# ---- cursor_select_ctrl ----
==> cursor_select_ctrl/congestion_map.png <==
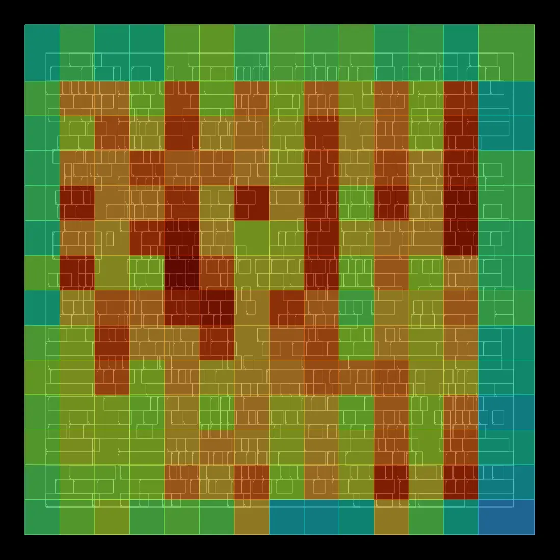

===== config.mk =====
export PLATFORM = sky130hd
export DESIGN_NAME = cursor_select_ctrl
export DESIGN_NICKNAME = d
export VERILOG_FILES = /design/src/rtl/cursor_select_ctrl.sv
export SDC_FILE = /design/constraint.sdc
export NUM_CORES = 1
export LEC_CHECK = 0
export CORE_MARGIN = 4
export CORE_UTILIZATION = 63
export DETAILED_ROUTE_END_ITERATION = 12
export PLACE_DENSITY_LB_ADDON = 0.08
export SKIP_LAST_GASP = 1
export SLEW_MARGIN = 20
export SYNTH_ARGS = -nofsm -noshare
export SYNTH_HDL_FRONTEND = slang
export SYNTH_SLANG_ARGS = --single-unit
export TNS_END_PERCENT = 10

===== constraint.sdc =====
create_clock -name clk -period 4.9 [get_ports clk]
set_input_delay 0.98 -clock clk [delete_from_list [all_inputs] [get_ports clk]]
set_output_delay 0.98 -clock clk [all_outputs]
set_load 0.005 [all_outputs]

===== src/rtl/cursor_select_ctrl.sv =====
// Column cursor and drop selector: synchronized buttons, stepping that skips full
// columns, hold-to-repeat movement, and a one-shot confirm handshake.
module cursor_select_ctrl #(
   parameter int NUM_COLS     = 7,
   parameter int COL_W        = $clog2(NUM_COLS),
   parameter int SYNC_STAGES  = 2,
   parameter int WRAP         = 1,
   parameter int REPEAT_DELAY = 25_000_000,
   parameter int REPEAT_RATE  = 5_000_000
) (
   input  logic                clk,
   input  logic                reset,
   input  logic                playerMoveLeft,
   input  logic                playerMoveRight,
   input  logic                playerMoveConfirm,
   input  logic [NUM_COLS-1:0] colFull,
   output logic [COL_W-1:0]    columnPosition,
   output logic [COL_W-1:0]    columnSelect,
   output logic                confirmMove,
   output logic                noMoves
);

   // state   | meaning
   // IDLE    | waiting for a fresh button edge
   // MOVING  | one direction held, auto-repeat timer running
   // CONFIRM | confirm held, waiting for its release
   typedef enum logic [1:0] {IDLE = 2'd0, MOVING = 2'd1, CONFIRM = 2'd2} state_t;

   localparam int BTN     = 3;
   localparam int FILL_W  = $clog2(SYNC_STAGES + 1);
   localparam int CNT_MAX = (REPEAT_DELAY > REPEAT_RATE) ? REPEAT_DELAY : REPEAT_RATE;
   localparam int CNT_W   = $clog2(CNT_MAX + 1);
   localparam logic [CNT_W-1:0] DELAY_LOAD = CNT_W'(REPEAT_DELAY - 1);
   localparam logic [CNT_W-1:0] RATE_LOAD  = CNT_W'(REPEAT_RATE - 1);

   logic [BTN-1:0][SYNC_STAGES-1:0] syncChain;
   logic [BTN-1:0]    btnRaw, btnSync, btnPrev, btnArmed, btnRise;
   logic [FILL_W-1:0] fillCnt;
   logic              fillDone;
   logic              syncL, syncR, syncC, riseL, riseR, riseC;
   logic              moveEdgeL, moveEdgeR, heldDir;

   state_t            state, stateNext;
   logic              moveDir, moveDirNext;
   logic [CNT_W-1:0]  repCnt, repCntNext;
   logic              stepReq, stepDir, confirmTake, accept;
   logic [COL_W:0]    stepHit, relocHit;

   assign btnRaw = {playerMoveConfirm, playerMoveRight, playerMoveLeft};

   always_comb begin
      for (int b = 0; b < BTN; b++) begin
         btnSync[b] = syncChain[b][SYNC_STAGES-1];
      end
   end

   // After reset the chain holds zeros, not real samples; a button only arms once a
   // genuine low sample has reached the last stage, so a button held through reset
   // is ignored until released and pressed again.
   assign fillDone = (fillCnt == FILL_W'(SYNC_STAGES));
   assign btnRise  = btnSync & ~btnPrev & btnArmed;

   assign syncL = btnSync[0];
   assign syncR = btnSync[1];
   assign syncC = btnSync[2];
   assign riseL = btnRise[0];
   assign riseR = btnRise[1];
   assign riseC = btnRise[2];

   assign moveEdgeL = riseL & ~syncR;
   assign moveEdgeR = riseR & ~syncL;
   assign heldDir   = moveDir ? (syncR & ~syncL) : (syncL & ~syncR);

   always_ff @(posedge clk or posedge reset) begin
      if (reset) begin
         syncChain <= '0;
         btnPrev   <= '0;
         btnArmed  <= '0;
         fillCnt   <= '0;
      end else begin
         for (int b = 0; b < BTN; b++) begin
            syncChain[b] <= {syncChain[b][SYNC_STAGES-2:0], btnRaw[b]};
         end
         btnPrev  <= btnSync;
         btnArmed <= btnArmed | ({BTN{fillDone}} & ~btnSync);
         if (!fillDone) begin
            fillCnt <= fillCnt + FILL_W'(1);
         end
      end
   end

   // Returns {found, column}: nearest non-full column from pos in the given direction.
   // Scanning from far to near lets the nearest hit overwrite farther ones.
   function automatic logic [COL_W:0] findCol(input logic [COL_W-1:0]    pos,
                                              input logic                goRight,
                                              input logic                allowWrap,
                                              input logic [NUM_COLS-1:0] full);
      logic [COL_W:0]   res;
      logic [COL_W-1:0] idx;
      logic             inRange;
      int               cand;
      res = '0;
      for (int d = NUM_COLS - 1; d >= 1; d--) begin
         cand    = goRight ? int'(pos) + d : int'(pos) - d;
         inRange = (cand >= 0) && (cand < NUM_COLS);
         if (cand >= NUM_COLS) begin
            cand = cand - NUM_COLS;
         end else if (cand < 0) begin
            cand = cand + NUM_COLS;
         end
         idx = COL_W'(cand);
         if ((inRange || allowWrap) && !full[idx]) begin
            res = {1'b1, idx};
         end
      end
      return res;
   endfunction

   assign stepHit  = findCol(columnPosition, stepDir, WRAP != 0, colFull);
   assign relocHit = findCol(columnPosition, 1'b1, 1'b1, colFull);
   assign accept   = confirmTake & ~colFull[columnPosition] & ~noMoves;

   always_ff @(posedge clk or posedge reset) begin
      if (reset) begin
         state   <= IDLE;
         moveDir <= 1'b0;
         repCnt  <= '0;
      end else begin
         state   <= stateNext;
         moveDir <= moveDirNext;
         repCnt  <= repCntNext;
      end
   end

   always_comb begin
      stateNext   = state;
      moveDirNext = moveDir;
      repCntNext  = repCnt;
      stepReq     = 1'b0;
      stepDir     = moveDir;
      confirmTake = 1'b0;
      case (state)
         IDLE, MOVING: begin
            if (riseC) begin
               stateNext   = CONFIRM;
               repCntNext  = '0;
               confirmTake = 1'b1;
            end else if (moveEdgeL || moveEdgeR) begin
               stateNext   = MOVING;
               stepReq     = 1'b1;
               stepDir     = moveEdgeR;
               moveDirNext = moveEdgeR;
               repCntNext  = DELAY_LOAD;
            end else if (state == MOVING) begin
               if (heldDir) begin
                  if (repCnt == '0) begin
                     stepReq    = 1'b1;
                     repCntNext = RATE_LOAD;
                  end else begin
                     repCntNext = repCnt - CNT_W'(1);
                  end
               end else begin
                  stateNext  = IDLE;
                  repCntNext = '0;
               end
            end
         end
         CONFIRM: begin
            if (!syncC) begin
               stateNext = IDLE;
            end
         end
         default: begin
            stateNext  = IDLE;
            repCntNext = '0;
         end
      endcase
   end

   // A successful step wins; otherwise a cursor parked on a full column slides right.
   always_ff @(posedge clk or posedge reset) begin
      if (reset) begin
         columnPosition <= '0;
         columnSelect   <= '0;
         confirmMove    <= 1'b0;
         noMoves        <= 1'b0;
      end else begin
         confirmMove <= accept;
         noMoves     <= &colFull;
         if (accept) begin
            columnSelect <= columnPosition;
         end
         if (stepReq && !noMoves && stepHit[COL_W]) begin
            columnPosition <= stepHit[COL_W-1:0];
         end else if (colFull[columnPosition] && !noMoves && relocHit[COL_W]) begin
            columnPosition <= relocHit[COL_W-1:0];
         end
      end
   end

endmodule

# ---- rename_freelist_flat ----
--- src/rtl/rename_freelist_if.sv ---
// rename_freelist_if
//   Bundles the rename-side and commit-side signals of the physical register
//   free list so they can be passed around as a single port.
//
//   Handshake: alloc_ready_o is the ready, alloc_req_i the per-slot valid.
//   A slot's tag is consumed on a cycle where its alloc_req_i bit is set,
//   alloc_ready_o is high and flush_i is low. Requests while
//   alloc_ready_o is low are ignored. Release and commit have no
//   back-pressure and are taken every cycle they are asserted.
//
//   master: the rename/commit logic driving requests.
//   slave : the free list itself.
interface rename_freelist_if #(
  parameter int PREG_WIDTH = 6,
  parameter int PTR_WIDTH  = 6
);
  logic [1:0]                 alloc_req_i;
  logic                       alloc_ready_o;
  logic [1:0][PREG_WIDTH-1:0] alloc_preg_o;
  logic [1:0]                 commit_alloc_i;
  logic [1:0]                 release_we_i;
  logic [1:0][PREG_WIDTH-1:0] release_preg_i;
  logic                       flush_i;
  logic [PTR_WIDTH-1:0]       free_count_o;

  modport master (
    output alloc_req_i, commit_alloc_i, release_we_i, release_preg_i, flush_i,
    input  alloc_ready_o, alloc_preg_o, free_count_o
  );

  modport slave (
    input  alloc_req_i, commit_alloc_i, release_we_i, release_preg_i, flush_i,
    output alloc_ready_o, alloc_preg_o, free_count_o
  );
endinterface

--- src/rtl/rename_freelist.sv ---
// rename_freelist
//   Circular free list of physical register tags for a 2-wide rename stage.
//   Offers two tags per cycle, takes back up to two superseded tags at
//   commit, and tracks a committed head so a flush returns every
//   speculatively allocated tag in a single cycle.
//
//   Ports:
//     clk : clock
//     rst : asynchronous active-high reset
//     fl  : rename_freelist_if.slave (alloc, commit, release, flush, count)
module rename_freelist #(
  parameter int PHYS_COUNT = 64,
  parameter int ARCH_COUNT = 32
) (
  input  logic              clk,
  input  logic              rst,
  rename_freelist_if.slave  fl
);
  localparam int DEPTH      = PHYS_COUNT - ARCH_COUNT;
  localparam int PREG_WIDTH = $clog2(PHYS_COUNT);
  localparam int PTR_WIDTH  = $clog2(DEPTH) + 1;
  localparam int IDX_W      = PTR_WIDTH - 1;

  logic [PREG_WIDTH-1:0] entries [DEPTH];
  logic [PTR_WIDTH-1:0]  head;
  logic [PTR_WIDTH-1:0]  tail;
  logic [PTR_WIDTH-1:0]  commit_head;
  logic [PTR_WIDTH-1:0]  commit_head_nxt;
  logic [PTR_WIDTH-1:0]  count;
  logic                  alloc_ready;
  logic [IDX_W-1:0]      head_idx0;
  logic [IDX_W-1:0]      head_idx1;
  logic [IDX_W-1:0]      tail_idx0;
  logic [IDX_W-1:0]      tail_idx1;

  function automatic logic [PTR_WIDTH-1:0] pop2(input logic [1:0] v);
    return PTR_WIDTH'(v[0]) + PTR_WIDTH'(v[1]);
  endfunction

  // Pointers carry one extra wrap bit, so the subtraction gives the
  // occupancy directly, including the full case (count == DEPTH).
  assign count       = tail - head;
  assign alloc_ready = (count >= PTR_WIDTH'(2));

  // Slot 1 takes the entry after slot 0 only when slot 0 also requests,
  // so a lone slot-1 request is served from head.
  assign head_idx0 = head[IDX_W-1:0];
  assign head_idx1 = head[IDX_W-1:0] + IDX_W'(fl.alloc_req_i[0]);
  assign tail_idx0 = tail[IDX_W-1:0];
  assign tail_idx1 = tail[IDX_W-1:0] + IDX_W'(fl.release_we_i[0]);

  assign commit_head_nxt = commit_head + pop2(fl.commit_alloc_i);

  always_comb begin
    fl.alloc_preg_o[0] = entries[head_idx0];
    fl.alloc_preg_o[1] = entries[head_idx1];
  end

  assign fl.alloc_ready_o = alloc_ready;
  assign fl.free_count_o  = count;

  // At reset the architectural registers own tags 0..ARCH_COUNT-1, so the
  // list holds the remaining tags in ascending order.
  always_ff @(posedge clk or posedge rst) begin
    if (rst) begin
      for (int i = 0; i < DEPTH; i++) begin
        entries[i] <= PREG_WIDTH'(ARCH_COUNT + i);
      end
    end else begin
      if (fl.release_we_i[0]) entries[tail_idx0] <= fl.release_preg_i[0];
      if (fl.release_we_i[1]) entries[tail_idx1] <= fl.release_preg_i[1];
    end
  end

  // Flush rewinds head to the committed point including this cycle's
  // commits; any allocation in the same cycle is dropped.
  always_ff @(posedge clk or posedge rst) begin
    if (rst) begin
      head        <= '0;
      tail        <= PTR_WIDTH'(DEPTH);
      commit_head <= '0;
    end else begin
      commit_head <= commit_head_nxt;
      tail        <= tail + pop2(fl.release_we_i);
      if (fl.flush_i) begin
        head <= commit_head_nxt;
      end else if (alloc_ready) begin
        head <= head + pop2(fl.alloc_req_i);
      end
    end
  end
endmodule

--- src/flat_wrapper.sv ---
// flat-port wrapper written by rule: the top's interface ports become plain ports
module rename_freelist_flat 
#(
  parameter int PHYS_COUNT = 64,
  parameter int ARCH_COUNT = 32
)
  (clk, rst, fl_alloc_req_i, fl_commit_alloc_i, fl_release_we_i, fl_release_preg_i, fl_flush_i, fl_alloc_ready_o, fl_alloc_preg_o, fl_free_count_o);
  rename_freelist_if #(.PREG_WIDTH(6), .PTR_WIDTH(6)) fl_i ();
  input  logic clk;
  input  logic rst;
  input wire logic [$bits(fl_i.alloc_req_i)-1:0] fl_alloc_req_i;
  input wire logic [$bits(fl_i.commit_alloc_i)-1:0] fl_commit_alloc_i;
  input wire logic [$bits(fl_i.release_we_i)-1:0] fl_release_we_i;
  input wire logic [$bits(fl_i.release_preg_i)-1:0] fl_release_preg_i;
  input wire logic [$bits(fl_i.flush_i)-1:0] fl_flush_i;
  output wire logic [$bits(fl_i.alloc_ready_o)-1:0] fl_alloc_ready_o;
  output wire logic [$bits(fl_i.alloc_preg_o)-1:0] fl_alloc_preg_o;
  output wire logic [$bits(fl_i.free_count_o)-1:0] fl_free_count_o;
  assign fl_i.alloc_req_i = fl_alloc_req_i;
  assign fl_i.commit_alloc_i = fl_commit_alloc_i;
  assign fl_i.release_we_i = fl_release_we_i;
  assign fl_i.release_preg_i = fl_release_preg_i;
  assign fl_i.flush_i = fl_flush_i;
  assign fl_alloc_ready_o = fl_i.alloc_ready_o;
  assign fl_alloc_preg_o = fl_i.alloc_preg_o;
  assign fl_free_count_o = fl_i.free_count_o;
  rename_freelist #(.PHYS_COUNT(PHYS_COUNT), .ARCH_COUNT(ARCH_COUNT)) u_core (.clk(clk), .rst(rst), .fl(fl_i));
endmodule
--- config.mk ---
export PLATFORM = sky130hd
export DESIGN_NAME = rename_freelist_flat
export DESIGN_NICKNAME = d
export VERILOG_FILES = /design/src/rtl/rename_freelist_if.sv /design/src/rtl/rename_freelist.sv /design/src/flat_wrapper.sv
export SDC_FILE = /design/constraint.sdc
export NUM_CORES = 1
export LEC_CHECK = 0
export CORE_MARGIN = 10
export CORE_UTILIZATION = 55
export CTS_BUF_LIST = sky130_fd_sc_hd__clkbuf_16
export CTS_CLUSTER_SIZE = 8
export DETAILED_ROUTE_END_ITERATION = 10
export MAX_ROUTING_LAYER = met4
export PLACE_DENSITY = 0.79
export SETUP_SLACK_MARGIN = 0.15
export SYNTH_ARGS = -nofsm -noshare
export SYNTH_HDL_FRONTEND = slang
export SYNTH_SLANG_ARGS = --single-unit
--- constraint.sdc ---
create_clock -name clk -period 6.8 [get_ports clk]
set_clock_uncertainty 0.1 [all_clocks]
set_input_delay 1.36 -clock clk [delete_from_list [all_inputs] [get_ports clk]]
set_output_delay 1.36 -clock clk [all_outputs]
set_load 0.03 [all_outputs]
# ---- aud_dac_serializer ----
[src/rtl/aud_dac_serializer.sv]
// Stereo I2S / left-justified DAC serializer with a one-deep frame buffer.
// All state advances on the falling edge of the codec bit clock.
module aud_dac_serializer #(
    parameter int DATA_W    = 16,
    parameter int MODE      = 0,
    parameter int HOLD_LAST = 1
) (
    input  logic              i_bclk,
    input  logic              i_rst_n,
    input  logic              i_daclrck,
    input  logic              i_en,
    input  logic              i_valid,
    output logic              o_ready,
    input  logic [DATA_W-1:0] i_data_l,
    input  logic [DATA_W-1:0] i_data_r,
    output logic              o_aud_dacdat,
    output logic              o_underrun
);
    localparam int IDX_W = $clog2(DATA_W);

    typedef enum logic [1:0] {S_WAIT, S_DELAY, S_SHIFT, S_PAD} state_t;

    state_t            state_q, state_d;
    logic [IDX_W-1:0]  idx_q, idx_d;
    logic              lrck_q, primed_q;
    logic              full_q, full_d;
    logic              slot_r_q, slot_r_d;
    logic [DATA_W-1:0] buf_l_q, buf_l_d, buf_r_q, buf_r_d;
    logic [DATA_W-1:0] frm_l_q, frm_l_d, frm_r_q, frm_r_d;
    logic              dat_q, dat_d;
    logic              und_q, und_d;
    logic              edge_det, left_start, accept;
    logic [DATA_W-1:0] word_edge, word_cur;

    // The first cycle after reset only primes lrck_q, so no edge is seen then.
    assign edge_det   = primed_q && (i_daclrck != lrck_q);
    assign left_start = edge_det && !i_daclrck;
    assign accept     = i_valid && !full_q;

    always_comb begin
        full_d  = full_q;
        buf_l_d = buf_l_q;
        buf_r_d = buf_r_q;
        frm_l_d = frm_l_q;
        frm_r_d = frm_r_q;
        und_d   = 1'b0;
        if (left_start) begin
            if (!i_en) begin
                frm_l_d = '0;
                frm_r_d = '0;
            end else if (full_q) begin
                frm_l_d = buf_l_q;
                frm_r_d = buf_r_q;
                full_d  = 1'b0;
            end else begin
                und_d = 1'b1;
                if (HOLD_LAST == 0) begin
                    frm_l_d = '0;
                    frm_r_d = '0;
                end
            end
        end
        // A frame accepted on an underrunning left start waits for the next one.
        if (accept) begin
            buf_l_d = i_data_l;
            buf_r_d = i_data_r;
            full_d  = 1'b1;
        end
    end

    assign word_edge = i_daclrck ? frm_r_d : frm_l_d;
    assign word_cur  = slot_r_q ? frm_r_q : frm_l_q;

    always_comb begin
        state_d  = state_q;
        idx_d    = idx_q;
        slot_r_d = slot_r_q;
        dat_d    = 1'b0;
        if (edge_det) begin
            slot_r_d = i_daclrck;
            if (MODE == 0) begin
                state_d = S_DELAY;
            end else begin
                dat_d   = word_edge[DATA_W-1];
                idx_d   = IDX_W'(DATA_W - 2);
                state_d = S_SHIFT;
            end
        end else begin
            case (state_q)
                S_DELAY: begin
                    dat_d   = word_cur[DATA_W-1];
                    idx_d   = IDX_W'(DATA_W - 2);
                    state_d = S_SHIFT;
                end
                S_SHIFT: begin
                    dat_d = word_cur[idx_q];
                    if (idx_q == '0) begin
                        state_d = S_PAD;
                    end else begin
                        idx_d = idx_q - IDX_W'(1);
                    end
                end
                default: dat_d = 1'b0;
            endcase
        end
    end

    always_ff @(negedge i_bclk or negedge i_rst_n) begin
        if (!i_rst_n) begin
            state_q  <= S_WAIT;
            idx_q    <= '0;
            lrck_q   <= 1'b0;
            primed_q <= 1'b0;
            full_q   <= 1'b0;
            slot_r_q <= 1'b0;
            buf_l_q  <= '0;
            buf_r_q  <= '0;
            frm_l_q  <= '0;
            frm_r_q  <= '0;
            dat_q    <= 1'b0;
            und_q    <= 1'b0;
        end else begin
            state_q  <= state_d;
            idx_q    <= idx_d;
            lrck_q   <= i_daclrck;
            primed_q <= 1'b1;
            full_q   <= full_d;
            slot_r_q <= slot_r_d;
            buf_l_q  <= buf_l_d;
            buf_r_q  <= buf_r_d;
            frm_l_q  <= frm_l_d;
            frm_r_q  <= frm_r_d;
            dat_q    <= dat_d;
            und_q    <= und_d;
        end
    end

    assign o_ready      = !full_q;
    assign o_aud_dacdat = dat_q;
    assign o_underrun   = und_q;
endmodule

[config.mk]
export PLATFORM = sky130hd
export DESIGN_NAME = aud_dac_serializer
export DESIGN_NICKNAME = d
export VERILOG_FILES = /design/src/rtl/aud_dac_serializer.sv
export SDC_FILE = /design/constraint.sdc
export NUM_CORES = 1
export LEC_CHECK = 0
export CAP_MARGIN = 5
export CORE_ASPECT_RATIO = 2
export CORE_MARGIN = 2
export CORE_UTILIZATION = 61
export CTS_BUF_LIST = sky130_fd_sc_hd__clkbuf_8
export DETAILED_ROUTE_END_ITERATION = 6
export GPL_ROUTABILITY_DRIVEN = 0
export HOLD_SLACK_MARGIN = 0.15
export PLACE_DENSITY = 0.86
export SYNTH_ARGS = -nofsm -noshare
export SYNTH_HDL_FRONTEND = slang
export SYNTH_SLANG_ARGS = --single-unit
[constraint.sdc]
create_clock -name i_bclk -period 5.98 [get_ports i_bclk]
set_input_delay 0.897 -clock i_bclk [delete_from_list [all_inputs] [get_ports i_bclk]]
set_output_delay 0.897 -clock i_bclk [all_outputs]
set_load 0.01 [all_outputs]

==> screenshots <==
Cells colored by class.
picture 1
Bar = 20 um.
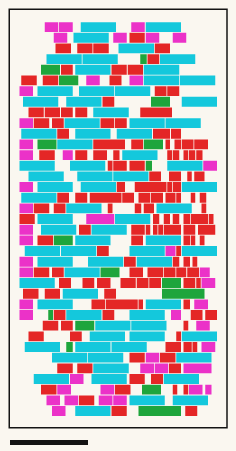
picture 2
Bar = 50 um.
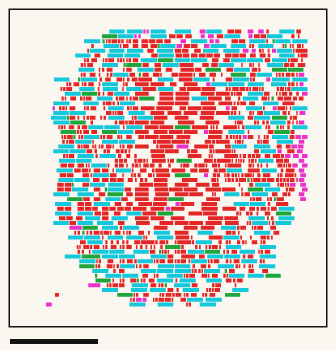
picture 3
Bar = 20 um.
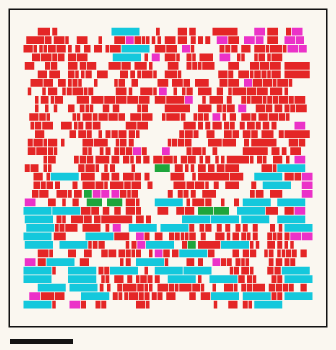
- cursor_select_ctrl = picture 3
- aud_dac_serializer = picture 1
- rename_freelist_flat = picture 2
Of these, fewest cells: picture 1
Of these, most sequential cells: picture 2

Key to picture 2:
legend:
  magenta:
    class: remaining buffers and delay cells
    cells: 60
  green:
    class: clock drivers and dummy loads
    cells: 53
  cyan:
    class: registers
    cells: 210
  red:
    class: remaining logic cells
    cells: 912

==> cursor_select_ctrl/sizing.png <==
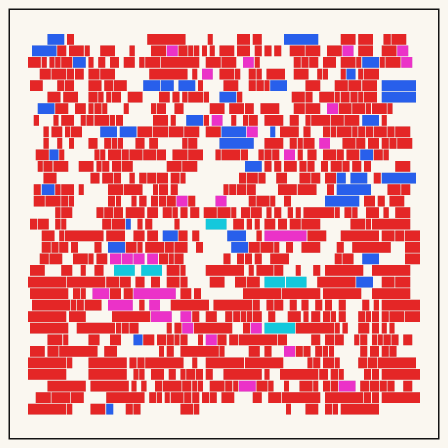
legend:
  magenta:
    size: x3 and x4
    cells: 30
    share: 4.3%
  cyan:
    size: x6 and larger
    cells: 6
    share: 0.87%
  red:
    size: x1 and smaller
    cells: 615
    share: 89%
  blue:
    size: x2
    cells: 39
    share: 5.7%
Final Cell Area: 5826 sq um
Non-CTS buffers: 40

Notes on cursor_select_ctrl/congestion_map.png above:
wire length per cell: 19.53 um
final core utilization: 70.19%
GR peak layer: met2

==> deck_impl_summary.md, cursor_select_ctrl <==
Key Metrics from the Run

Routing
  – Vias: 5,425
  – DR pass1 iterations: 7
  – Initial DRC count: 476

Timing
  – Rel. slew slack: 42.12%
  – Fmax: 227.1 MHz
  – RSZ-0062 raised after global routing: no

Worst setup path
  – Critical path arrival: 4.64 ns
  – Slowest stage delay, CP: 0.41 ns
  – Reg2reg setup slack: 0.50 ns
  – Crit path kind: reg2reg
  – CP dominant cell by count: mux2i_1

Synth
  – Top logic family: AND-OR/OR-AND gates
  – Xor+xnor area frac: 4.017%
  – Ys flops: 50
  – Top cells by area: dfrtp_1, mux2i_1, o21ai_0, a21oi_1, ha_1
  – Post-synthesis chip area from yosys: 5420 sq um

Cells and area
  – Dominant logic cell types in the final layout: nor2_1, nand2_1, o21ai_0

Placed design
  – DP Worst Slack: 0.4356 ns

Global routing
  – GR Util met1: 45.61%
  – Met2 usage: 46.63%
  – GRT met3 Usage: 5.398%

Run status
  – Outcome: finished clean
cursor_select_ctrl: layout make-up:
cell class | count | area [sq um]
Clock inverter | 2 | 15.01
Multi-Input combinational cell | 557 | 3875
Sequential cell | 50 | 1251
Timing Repair Buffer | 40 | 347.8
Inverter | 36 | 136.4
Fill cell | 696 | 2474
Clock buffer | 5 | 68.82
Tap cell | 105 | 131.4
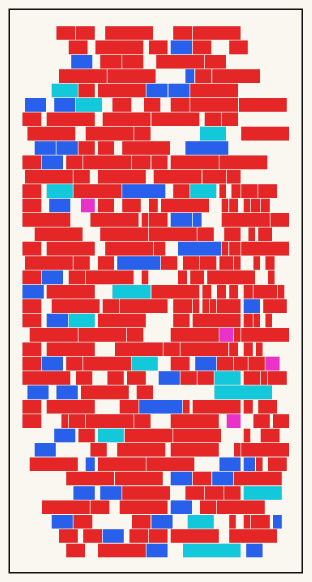
(aud_dac_serializer/sizing.png)
legend:
  red:
    size: x1 and smaller
    cells: 220
    share: 78%
  blue:
    size: x2
    cells: 43
    share: 15%
  cyan:
    size: x6 and larger
    cells: 14
    share: 5.0%
  magenta:
    size: x3 and x4
    cells: 4
    share: 1.4%
setup ws final: 0.5006 ns
Non-CTS buffers: 45
Final Cell Area: 3891 sq um
Area Growth Syn to Fin: 21.77%

==> deck_impl_summary.md, aud_dac_serializer <==
Key Metrics from the Run

Run status
  – Outcome: finished clean

Cells and area
  – Dominant logic cell types in the final layout: dfrtn_1, clkdlybuf4s50_1, a22o_1
  – Comb area: 1215 sq um
  – Flop area: 1902 sq um
  – Final core utilization: 76.41%
  – Most common logic cell in the routed design: dfrtn_1

Synth
  – Ys flops: 76
  – Ys Warns: 0
  – # Cells Yosys: 233
  – Xor+xnor area frac: 0.5482%
  – Cells after Synth: 233

CTS
  – Post_cts resized: 0
  – CTS Sinks: 76
  – H-tree depth: 3

Worst setup path
  – R2R depth: 4
  – Slowest-stage cell, CP: clkdlybuf4s50_1

Routing
  – Initial DRC count: 62
  – DR pass1 iterations: 4
  – Wire length on met1: 2.544 mm
  – Met2 WL: 3.684 mm

Hold path
  – Hold path depth: 1

Placed design
  – Placed insts: 323
  – DP HPWL: 4.556 mm
  – DP Worst Slack: 0.2282 ns

Die
  – Num rows: 37
  – Die height: 106.4 um
  – IO Pins: 40

Global routing
  – GR Util met1: 31.61%

Timing
  – Fin Hold WS: 0.4346 ns
  – Final Hold Viols: 0
aud_dac_serializer: registers in the layout, summed over array words and instances, names as in the netlist, 2 cells and up:
register and flops:
idx_q 4, state_q 2, buf_r_q 16, buf_l_q 16, frm_r_q 16, frm_l_q 16
aud_dac_serializer: area by class of cell:
class / instances / area share [%]
sequential: 76 / 48.87
multi-input combinational: 136 / 31.22
timing repair buffer: 45 / 11.70
clock buffer: 10 / 3.537
clock inverter: 6 / 2.026
tap: 58 / 1.865
inverter: 8 / 0.7717
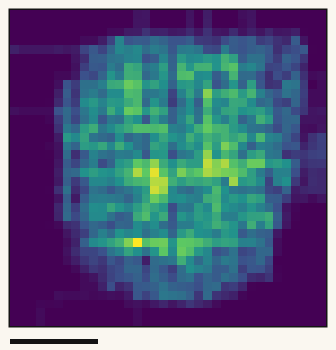
(rename_freelist_flat/route_heat.png)
Bar = 50 um. The die is cut into 36 by 36 equal tiles; dark purple is low, yellow is high, scaled to the fullest tile. Values are wire area over tile area, all layers added.
fullest tile: 0.91
emptiest ninth of the die: bottom left
tiles over half the peak: 19%
nearly empty tiles: 31%
mean over tiles: 0.23
densest ninth of the die: middle

==> deck_impl_summary.md, rename_freelist_flat <==
Key Metrics from the Run

CTS
  – Insertion Delay late pin: 0.55 ns
  – H-tree depth: 1
  – CTS Root Cell: clkbuf_16

Global routing
  – GRT overflow: 0
  – Vias in the first global route: 10,460
  – GR peak layer: met2

Synth
  – Mux cell area share: 38.34%
  – Aoi/oai-family share of the synthesized area: 6.785%
  – Post-synth net total: 1,266
  – Top cells by area: dfstp_2, mux4_2, dfrtp_1, mux2i_1, mux2_2
  – Mean post-synth cell area: 11.44 sq um
  – Post-synthesis async set-or-reset flop share: 100.0%

Cells and area
  – Logic share of the area: 52.40%
  – MI comb cells: 888
  – Top reg by flops: u_core.entries
  – Area Growth Syn to Fin: 10.41%
  – Dominant logic cell types in the final layout: mux2i_1, nand2_1, dfstp_2

Routing
  – Top layer in use: met4
  – Final WL: 42.63 mm
  – Wire length on met1: 16.07 mm
  – Routed met3 length: 4.896 mm

Placed design
  – DP HPWL: 29.39 mm
  – DP Worst Slack: 0.3947 ns

Timing
  – Least-Margin Pin Slew: 1.258 ns
  – Final Hold Viols: 0
  – Slew Viols, Final: 0

Worst setup path
  – Critical path arrival: 5.00 ns
  – Crit path to: fl_alloc_preg_o[9]
  – R2R depth: 8
  – CP Launch Type: input pin

Job
  – Tool warnings: 26
  – Maxcap violations: 0

Hold path
  – Hold path endpoint: u_core.commit_head[0]

Die
  – Num rows: 58
  – Die height: 179.5 um

Run status
  – Outcome: finished clean
## rename_freelist_flat: per-stage QoR
stage	cell area [sq um]	hold WS, ns
after floorplan	14000	0.3437
after global placement	14570	0.3871
final	15450	0.4160
after global routing	15450	0.4281
after CTS	15450	0.4136
after detailed placement	14570	0.3931
## rename_freelist_flat: critical path, stage by stage
cell and delay (ns):
clkdlybuf4s50_1 0.51, ha_4 0.22, ha_2 0.77, buf_4 0.34
mux4_2 0.36, mux4_2 0.50, mux2_2 0.33, clkdlybuf4s50_1 0.61

# ---- seq_detect_sched ----
==> seq_detect_sched/sizing.png <==
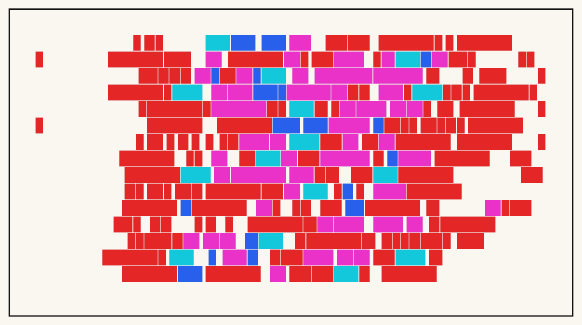

<file path="config.mk">
export PLATFORM = sky130hd
export DESIGN_NAME = seq_detect_sched
export DESIGN_NICKNAME = d
export VERILOG_FILES = /design/src/rtl/seq_detect_sched.sv
export SDC_FILE = /design/constraint.sdc
export NUM_CORES = 1
export LEC_CHECK = 0
export CAP_MARGIN = 10
export CORE_ASPECT_RATIO = 0.5
export CORE_MARGIN = 4
export CORE_UTILIZATION = 45
export DETAILED_ROUTE_END_ITERATION = 10
export HOLD_SLACK_MARGIN = 0.02
export PLACE_DENSITY = 0.74
export SLEW_MARGIN = 10
export SYNTH_ARGS = -nofsm -noshare
export SYNTH_HDL_FRONTEND = slang
export SYNTH_SLANG_ARGS = --single-unit
</file>
<file path="constraint.sdc">
create_clock -name clk -period 2.5 [get_ports clk]
set_clock_uncertainty 0.15 [all_clocks]
set_input_delay 0.5 -clock clk [delete_from_list [all_inputs] [get_ports clk]]
set_output_delay 0.5 -clock clk [all_outputs]
set_load 0.005 [all_outputs]
</file>
<file path="src/rtl/seq_detect_sched.sv">
// Round-robin time-multiplexed serial pattern detector shared by NUM_CH bit streams.
// Define SEQ_SCHED_CNT_EN to add per-channel saturating match counters; otherwise cnt_out is 0.
module seq_detect_sched #(
    parameter int               NUM_CH  = 4,
    parameter int               PAT_W   = 4,
    parameter logic [PAT_W-1:0] PATTERN = 4'b1011,
    parameter int               CNT_W   = 8
) (
    input  logic                      clk,
    input  logic                      reset,
    input  logic [NUM_CH-1:0]         req,
    input  logic [NUM_CH-1:0]         bit_in,
    input  logic [NUM_CH-1:0]         clr_ch,
    output logic [NUM_CH-1:0]         gnt,
    output logic                      match_valid,
    output logic [$clog2(NUM_CH)-1:0] match_ch,
    input  logic [$clog2(NUM_CH)-1:0] cnt_sel,
    output logic [CNT_W-1:0]          cnt_out
);

    localparam int                IDX_W    = $clog2(NUM_CH);
    localparam int                FILL_W   = $clog2(PAT_W + 1);
    localparam logic [FILL_W-1:0] FILL_MAX = FILL_W'(PAT_W);
    localparam logic [FILL_W-1:0] FILL_HIT = FILL_W'(PAT_W - 1);
    localparam logic [IDX_W-1:0]  LAST_IDX = IDX_W'(NUM_CH - 1);

    logic [PAT_W-1:0]  r_hist [NUM_CH];
    logic [FILL_W-1:0] r_fill [NUM_CH];
    logic [IDX_W-1:0]  r_rr_ptr;
    logic              r_match_valid;
    logic [IDX_W-1:0]  r_match_ch;

    logic [NUM_CH-1:0] w_elig;
    logic [NUM_CH-1:0] w_gnt;
    logic [IDX_W-1:0]  w_gnt_idx;
    logic              w_found;
    logic [IDX_W:0]    w_scan;
    logic [PAT_W-1:0]  w_shift;
    logic              w_hit;

    // A channel being cleared must not consume a bit in the same cycle.
    assign w_elig = req & ~clr_ch;

    always_comb begin
        w_found   = 1'b0;
        w_gnt_idx = '0;
        w_scan    = '0;
        w_gnt     = '0;
        for (int k = 0; k < NUM_CH; k++) begin
            w_scan = {1'b0, r_rr_ptr} + (IDX_W+1)'(k);
            if (w_scan >= (IDX_W+1)'(NUM_CH)) begin
                w_scan = w_scan - (IDX_W+1)'(NUM_CH);
            end
            if (!w_found && w_elig[w_scan[IDX_W-1:0]]) begin
                w_found   = 1'b1;
                w_gnt_idx = w_scan[IDX_W-1:0];
            end
        end
        if (w_found) begin
            w_gnt[w_gnt_idx] = 1'b1;
        end
    end

    assign gnt     = w_gnt;
    assign w_shift = {r_hist[w_gnt_idx][PAT_W-2:0], bit_in[w_gnt_idx]};
    // Fill gating stops the zeroed history from matching patterns with leading zeros.
    assign w_hit   = w_found && (r_fill[w_gnt_idx] >= FILL_HIT) && (w_shift == PATTERN);

    always_ff @(posedge clk or posedge reset) begin
        if (reset) begin
            for (int i = 0; i < NUM_CH; i++) begin
                r_hist[i] <= '0;
                r_fill[i] <= '0;
            end
            r_rr_ptr      <= '0;
            r_match_valid <= 1'b0;
            r_match_ch    <= '0;
        end else begin
            for (int i = 0; i < NUM_CH; i++) begin
                if (clr_ch[i]) begin
                    r_hist[i] <= '0;
                    r_fill[i] <= '0;
                end else if (w_found && (w_gnt_idx == IDX_W'(i))) begin
                    r_hist[i] <= w_shift;
                    if (r_fill[i] < FILL_MAX) begin
                        r_fill[i] <= r_fill[i] + FILL_W'(1);
                    end
                end
            end
            if (w_found) begin
                r_rr_ptr <= (w_gnt_idx == LAST_IDX) ? '0 : w_gnt_idx + IDX_W'(1);
            end
            r_match_valid <= w_hit;
            if (w_hit) begin
                r_match_ch <= w_gnt_idx;
            end
        end
    end

    assign match_valid = r_match_valid;
    assign match_ch    = r_match_ch;

`ifdef SEQ_SCHED_CNT_EN
    logic [CNT_W-1:0] r_cnt [NUM_CH];

    // Counter steps on the same edge that raises match_valid, saturating at all-ones.
    always_ff @(posedge clk or posedge reset) begin
        if (reset) begin
            for (int i = 0; i < NUM_CH; i++) begin
                r_cnt[i] <= '0;
            end
        end else if (w_hit && (r_cnt[w_gnt_idx] != '1)) begin
            r_cnt[w_gnt_idx] <= r_cnt[w_gnt_idx] + CNT_W'(1);
        end
    end

    assign cnt_out = r_cnt[cnt_sel];
`else
    logic w_unused_sel;
    assign w_unused_sel = ^cnt_sel;
    assign cnt_out      = '0;
`endif

endmodule

</file>
# ---- sc_timer_bank ----
`src/rtl/sc_timer_bank.sv`:
```
// Bank of independent interval timers sharing one clock, one reset and one terminal-value load port.
// Each channel counts up to its terminal value, then ticks and either restarts (periodic) or latches done (one-shot).
module sc_timer_bank #(
    parameter int TIMER_DATAWIDTH_BUS = 26,
    parameter int TIMER_CHANNELS      = 4,
    parameter int TIMER_SEL_BUS       = 2
) (
    input  logic                                      SC_TIMER_CLOCK_50,
    input  logic                                      SC_TIMER_RESET_InHigh,
    input  logic [TIMER_CHANNELS-1:0]                 SC_TIMER_enable_InHigh,
    input  logic [TIMER_CHANNELS-1:0]                 SC_TIMER_clear_InHigh,
    input  logic [TIMER_CHANNELS-1:0]                 SC_TIMER_mode_In,
    input  logic                                      SC_TIMER_load_InHigh,
    input  logic [TIMER_SEL_BUS-1:0]                  SC_TIMER_loadSel_In,
    input  logic [TIMER_DATAWIDTH_BUS-1:0]            SC_TIMER_loadData_In,
    output logic [TIMER_CHANNELS-1:0]                 SC_TIMER_tick_OutHigh,
    output logic [TIMER_CHANNELS-1:0]                 SC_TIMER_done_OutHigh,
    output logic [TIMER_CHANNELS*TIMER_DATAWIDTH_BUS-1:0] SC_TIMER_count_Out
);

    localparam logic [TIMER_DATAWIDTH_BUS-1:0] ONE = 1;

    genvar gi;
    generate
        for (gi = 0; gi < TIMER_CHANNELS; gi++) begin : g_ch
            logic [TIMER_DATAWIDTH_BUS-1:0] count_reg;
            logic [TIMER_DATAWIDTH_BUS-1:0] term_reg;
            logic                           tick_reg;
            logic                           done_reg;
            logic                           load_hit;

            // Select values at or above TIMER_CHANNELS never match any channel, so they are ignored.
            assign load_hit = SC_TIMER_load_InHigh &&
                              (SC_TIMER_loadSel_In == TIMER_SEL_BUS'(gi));

            always_ff @(posedge SC_TIMER_CLOCK_50 or posedge SC_TIMER_RESET_InHigh) begin
                if (SC_TIMER_RESET_InHigh) begin
                    count_reg <= '0;
                    term_reg  <= '1;
                    tick_reg  <= 1'b0;
                    done_reg  <= 1'b0;
                end else begin
                    // The terminal test below sees the pre-edge term_reg, so a load takes effect next edge.
                    if (load_hit) begin
                        term_reg <= SC_TIMER_loadData_In;
                    end

                    if (SC_TIMER_clear_InHigh[gi]) begin
                        count_reg <= '0;
                        tick_reg  <= 1'b0;
                        done_reg  <= 1'b0;
                    end else if (!SC_TIMER_enable_InHigh[gi] || done_reg) begin
                        tick_reg  <= 1'b0;
                    end else if (count_reg >= term_reg) begin
                        // Unsigned >= so a lowered terminal ends the run instead of wrapping.
                        tick_reg <= 1'b1;
                        if (SC_TIMER_mode_In[gi]) begin
                            done_reg <= 1'b1;
                        end else begin
                            count_reg <= '0;
                        end
                    end else begin
                        count_reg <= count_reg + ONE;
                        tick_reg  <= 1'b0;
                    end
                end
            end

            assign SC_TIMER_tick_OutHigh[gi] = tick_reg;
            assign SC_TIMER_done_OutHigh[gi] = done_reg;
            assign SC_TIMER_count_Out[gi*TIMER_DATAWIDTH_BUS +: TIMER_DATAWIDTH_BUS] = count_reg;
        end
    endgenerate

endmodule

```
`config.mk`:
```
export PLATFORM = sky130hd
export DESIGN_NAME = sc_timer_bank
export DESIGN_NICKNAME = d
export VERILOG_FILES = /design/src/rtl/sc_timer_bank.sv
export SDC_FILE = /design/constraint.sdc
export NUM_CORES = 1
export LEC_CHECK = 0
export CAP_MARGIN = 20
export CORE_ASPECT_RATIO = 1.2
export CORE_MARGIN = 2
export CORE_UTILIZATION = 55
export DETAILED_ROUTE_END_ITERATION = 6
export GPL_TIMING_DRIVEN = 0
export PLACE_DENSITY = 0.84
export SLEW_MARGIN = 5
export SYNTH_ARGS = -nofsm -noshare
export SYNTH_HDL_FRONTEND = slang
export SYNTH_SLANG_ARGS = --single-unit
export TNS_END_PERCENT = 10
```
`constraint.sdc`:
```
create_clock -name SC_TIMER_CLOCK_50 -period 8.8 [get_ports SC_TIMER_CLOCK_50]
set_clock_uncertainty 0.2 [all_clocks]
set_input_delay 1.76 -clock SC_TIMER_CLOCK_50 [delete_from_list [all_inputs] [get_ports SC_TIMER_CLOCK_50]]
set_output_delay 1.76 -clock SC_TIMER_CLOCK_50 [all_outputs]
set_load 0.05 [all_outputs]
```
==> seq_detect_sched/congestion_map.png <==
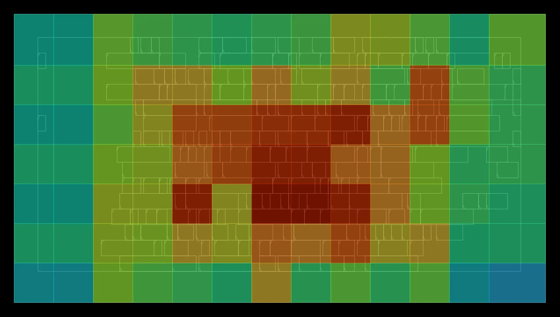
GRT met3 Usage: 5.838%
final core utilization: 67.50%
GR peak layer: met2
met2 usage: 29.17%
wire length per cell: 15.76 um

About seq_detect_sched/sizing.png:
legend:
  red:
    size: x1 and smaller
    cells: 146
    share: 64%
  cyan:
    size: x6 and larger
    cells: 15
    share: 6.6%
  blue:
    size: x2
    cells: 18
    share: 7.9%
  magenta:
    size: x3 and x4
    cells: 49
    share: 21%
setup ws final: -0.1638 ns
Non-CTS buffers: 53
Final Cell Area: 2318 sq um
Area Growth Syn to Fin: 43.87%

==> deck_impl_summary.md, seq_detect_sched <==
Key Metrics from the Run

Cells and area
  – Most common logic cell in the routed design: dfrtp_1

CTS
  – H-tree depth: 2
  – Insertion Delay late pin: 0.28 ns
  – Total CTS buffers: 5

Job
  – Tool warnings: 32

Routing
  – Routed Antenna Nets: 0
  – Routed met3 length: 361 um
  – Wire length on met1: 1.707 mm

Timing
  – Setup ws final: -0.1638 ns
  – Final Setup Violations: 4

Synth
  – # Cells Yosys: 170
  – Synth area leader: dfrtp_1
  – Cells after Synth: 170

Run status
  – Failing checks: setup timing
  – Outcome: finished, violations left

Power
  – Maximum VDD drop: 0.0002769 V
  – Seq. pwr: 660 uW
  – NetSw: 690.5 uW
  – Clk pwr share: 19.3%
  – Share of power burned in registers: 34.2%

Die
  – Die X: 92.63 um
  – DIE AREA: 4661 sq um
  – Tap Cells: 51

Hold path
  – Hold_sp: clr_ch[0]
  – Hold path endpoint: r_hist[14]

Worst setup path
  – Crit-path max FO: 4

Global routing
  – Initial antenna violation count: 0

Placed design
  – Placed insts: 260
==> seq_detect_sched: timing repair <==
action | in CTS | in global routing
endpoints found under the setup margin | 18 | 6
hold buffers | 0 | 0
gates resized | 63 | 25
pin swaps | 10 | 6
buffers inserted | 10 | 2
gates cloned | 0 | 0
==> seq_detect_sched: how the worst max path moves through the flow <==
stage	to	slack [ns]	depth (start not counted)
CTS	gnt[3]	-0.07	9
global placement	gnt[3]	-0.74	8
floorplan	match_ch[0]	-0.06	7
detailed placement	gnt[3]	-0.80	8
finish	match_ch[0]	-0.16	10
global route	match_ch[0]	-0.21	10
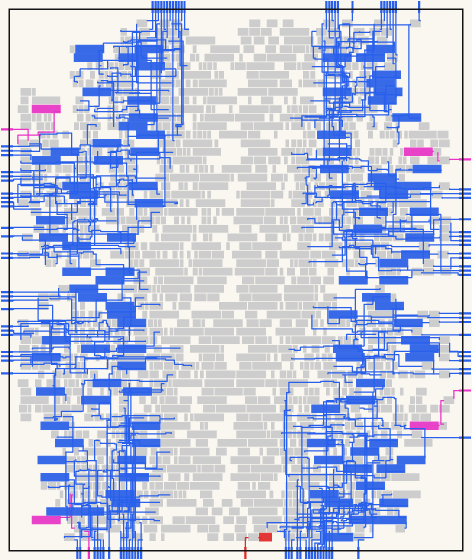
(sc_timer_bank/port_trees.png)
legend:
  red:
    port: SC_TIMER_RESET_InHigh
    bits: 1
    direction: input
    end_cells: 1
    buffers: 1
    wire: 5.40 um
  magenta:
    port: SC_TIMER_tick_OutHigh
    bits: 4
    direction: output
    end_cells: 4
    buffers: 8
    wire: 84.9 um
  blue:
    port: SC_TIMER_count_Out
    bits: 104
    direction: output
    end_cells: 104
    buffers: 104
    wire: 7,930 um

==> deck_impl_summary.md, sc_timer_bank <==
Key Metrics from the Run

Synth
  – Xor+xnor area frac: 0%
  – Mean post-synth cell area: 9.694 sq um
  – Synth area leader: dfrtp_1

Routing
  – Initial DRC count: 511
  – Routed met3 length: 1.736 mm
  – Vias per cell: 5.941
  – Top layer in use: met4
  – Final WL: 33.24 mm

Cells and area
  – Most common logic cell in the routed design: clkdlybuf4s50_1
  – Logic share of the area: 42.34%
  – Non-CTS buffers: 201
  – Area Growth Syn to Fin: 21.16%
  – Comb area: 6599 sq um
  – ClkCell Share: 4.817%

Hold path
  – Hold path depth: 2

Global routing
  – GRT overflow: 0
  – GRT met3 Usage: 2.923%
  – First-pass GRT wire length: 54.23 mm

Worst setup path
  – Crit path to: SC_TIMER_count_Out[64]
  – Slowest stage delay, CP: 0.89 ns
  – Reg2reg setup slack: 5.37 ns
  – Crit-path max FO: 8

CTS
  – Longest Clk Path Bufs: 3
  – H-tree depth: 1

Power
  – Maximum VDD drop: 0.0001188 V
  – NetSw: 704.0 uW

Run status
  – Outcome: finished clean

Die
  – Core area: 23,050 sq um

Timing
  – Setup ws final: 4.889 ns
## sc_timer_bank: power groups by stage
| stage | logic, uW | registers, uW | clock network, uW |
|---|---|---|---|
| 6_report | 408 | 1210 | 977 |
| 2_1_floorplan | 260 | 1230 | 0 |
| 4_1_cts | 411 | 1210 | 989 |
| 3_5_place_dp | 408 | 1220 | 0 |
| 3_3_place_gp | 383 | 1220 | 0 |
| 5_1_grt | 458 | 1220 | 1020 |


## Gallery

Wire density map.
shot_01.png
Bar = 20 um. The die is cut into 20 by 20 equal tiles; dark purple is low, yellow is high, scaled to the fullest tile. Values are wire area over tile area, all layers added.
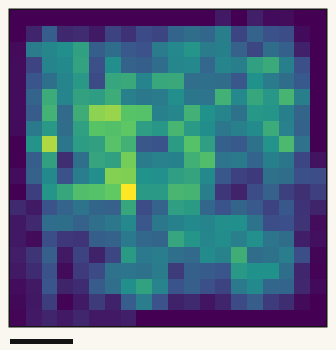
shot_02.png
Bar = 50 um. The die is cut into 29 by 34 equal tiles; dark purple is low, yellow is high, scaled to the fullest tile. Values are wire area over tile area, all layers added.
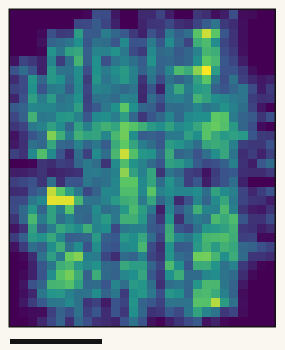
shot_03.png
Bar = 20 um. The die is cut into 19 by 10 equal tiles; dark purple is low, yellow is high, scaled to the fullest tile. Values are wire area over tile area, all layers added.
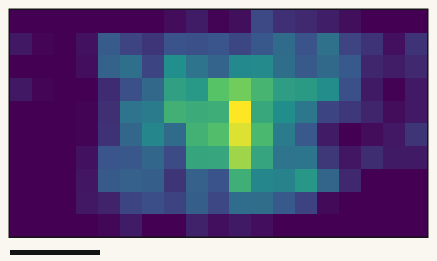
shot_04.png
Bar = 20 um. The die is cut into 11 by 21 equal tiles; dark purple is low, yellow is high, scaled to the fullest tile. Values are wire area over tile area, all layers added.
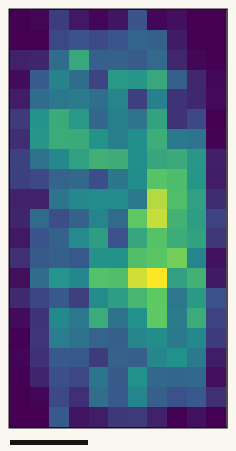
shot_02.png: sc_timer_bank
shot_04.png: aud_dac_serializer
shot_01.png: cursor_select_ctrl
shot_03.png: seq_detect_sched
- smallest die: shot_03.png

Key to shot_01.png:
nearly empty tiles: 11%
fullest tile: 0.79
tiles over half the peak: 20%
mean over tiles: 0.25
emptiest ninth of the die: bottom left
densest ninth of the die: middle

Power is estimated from default activity; no workload was simulated.
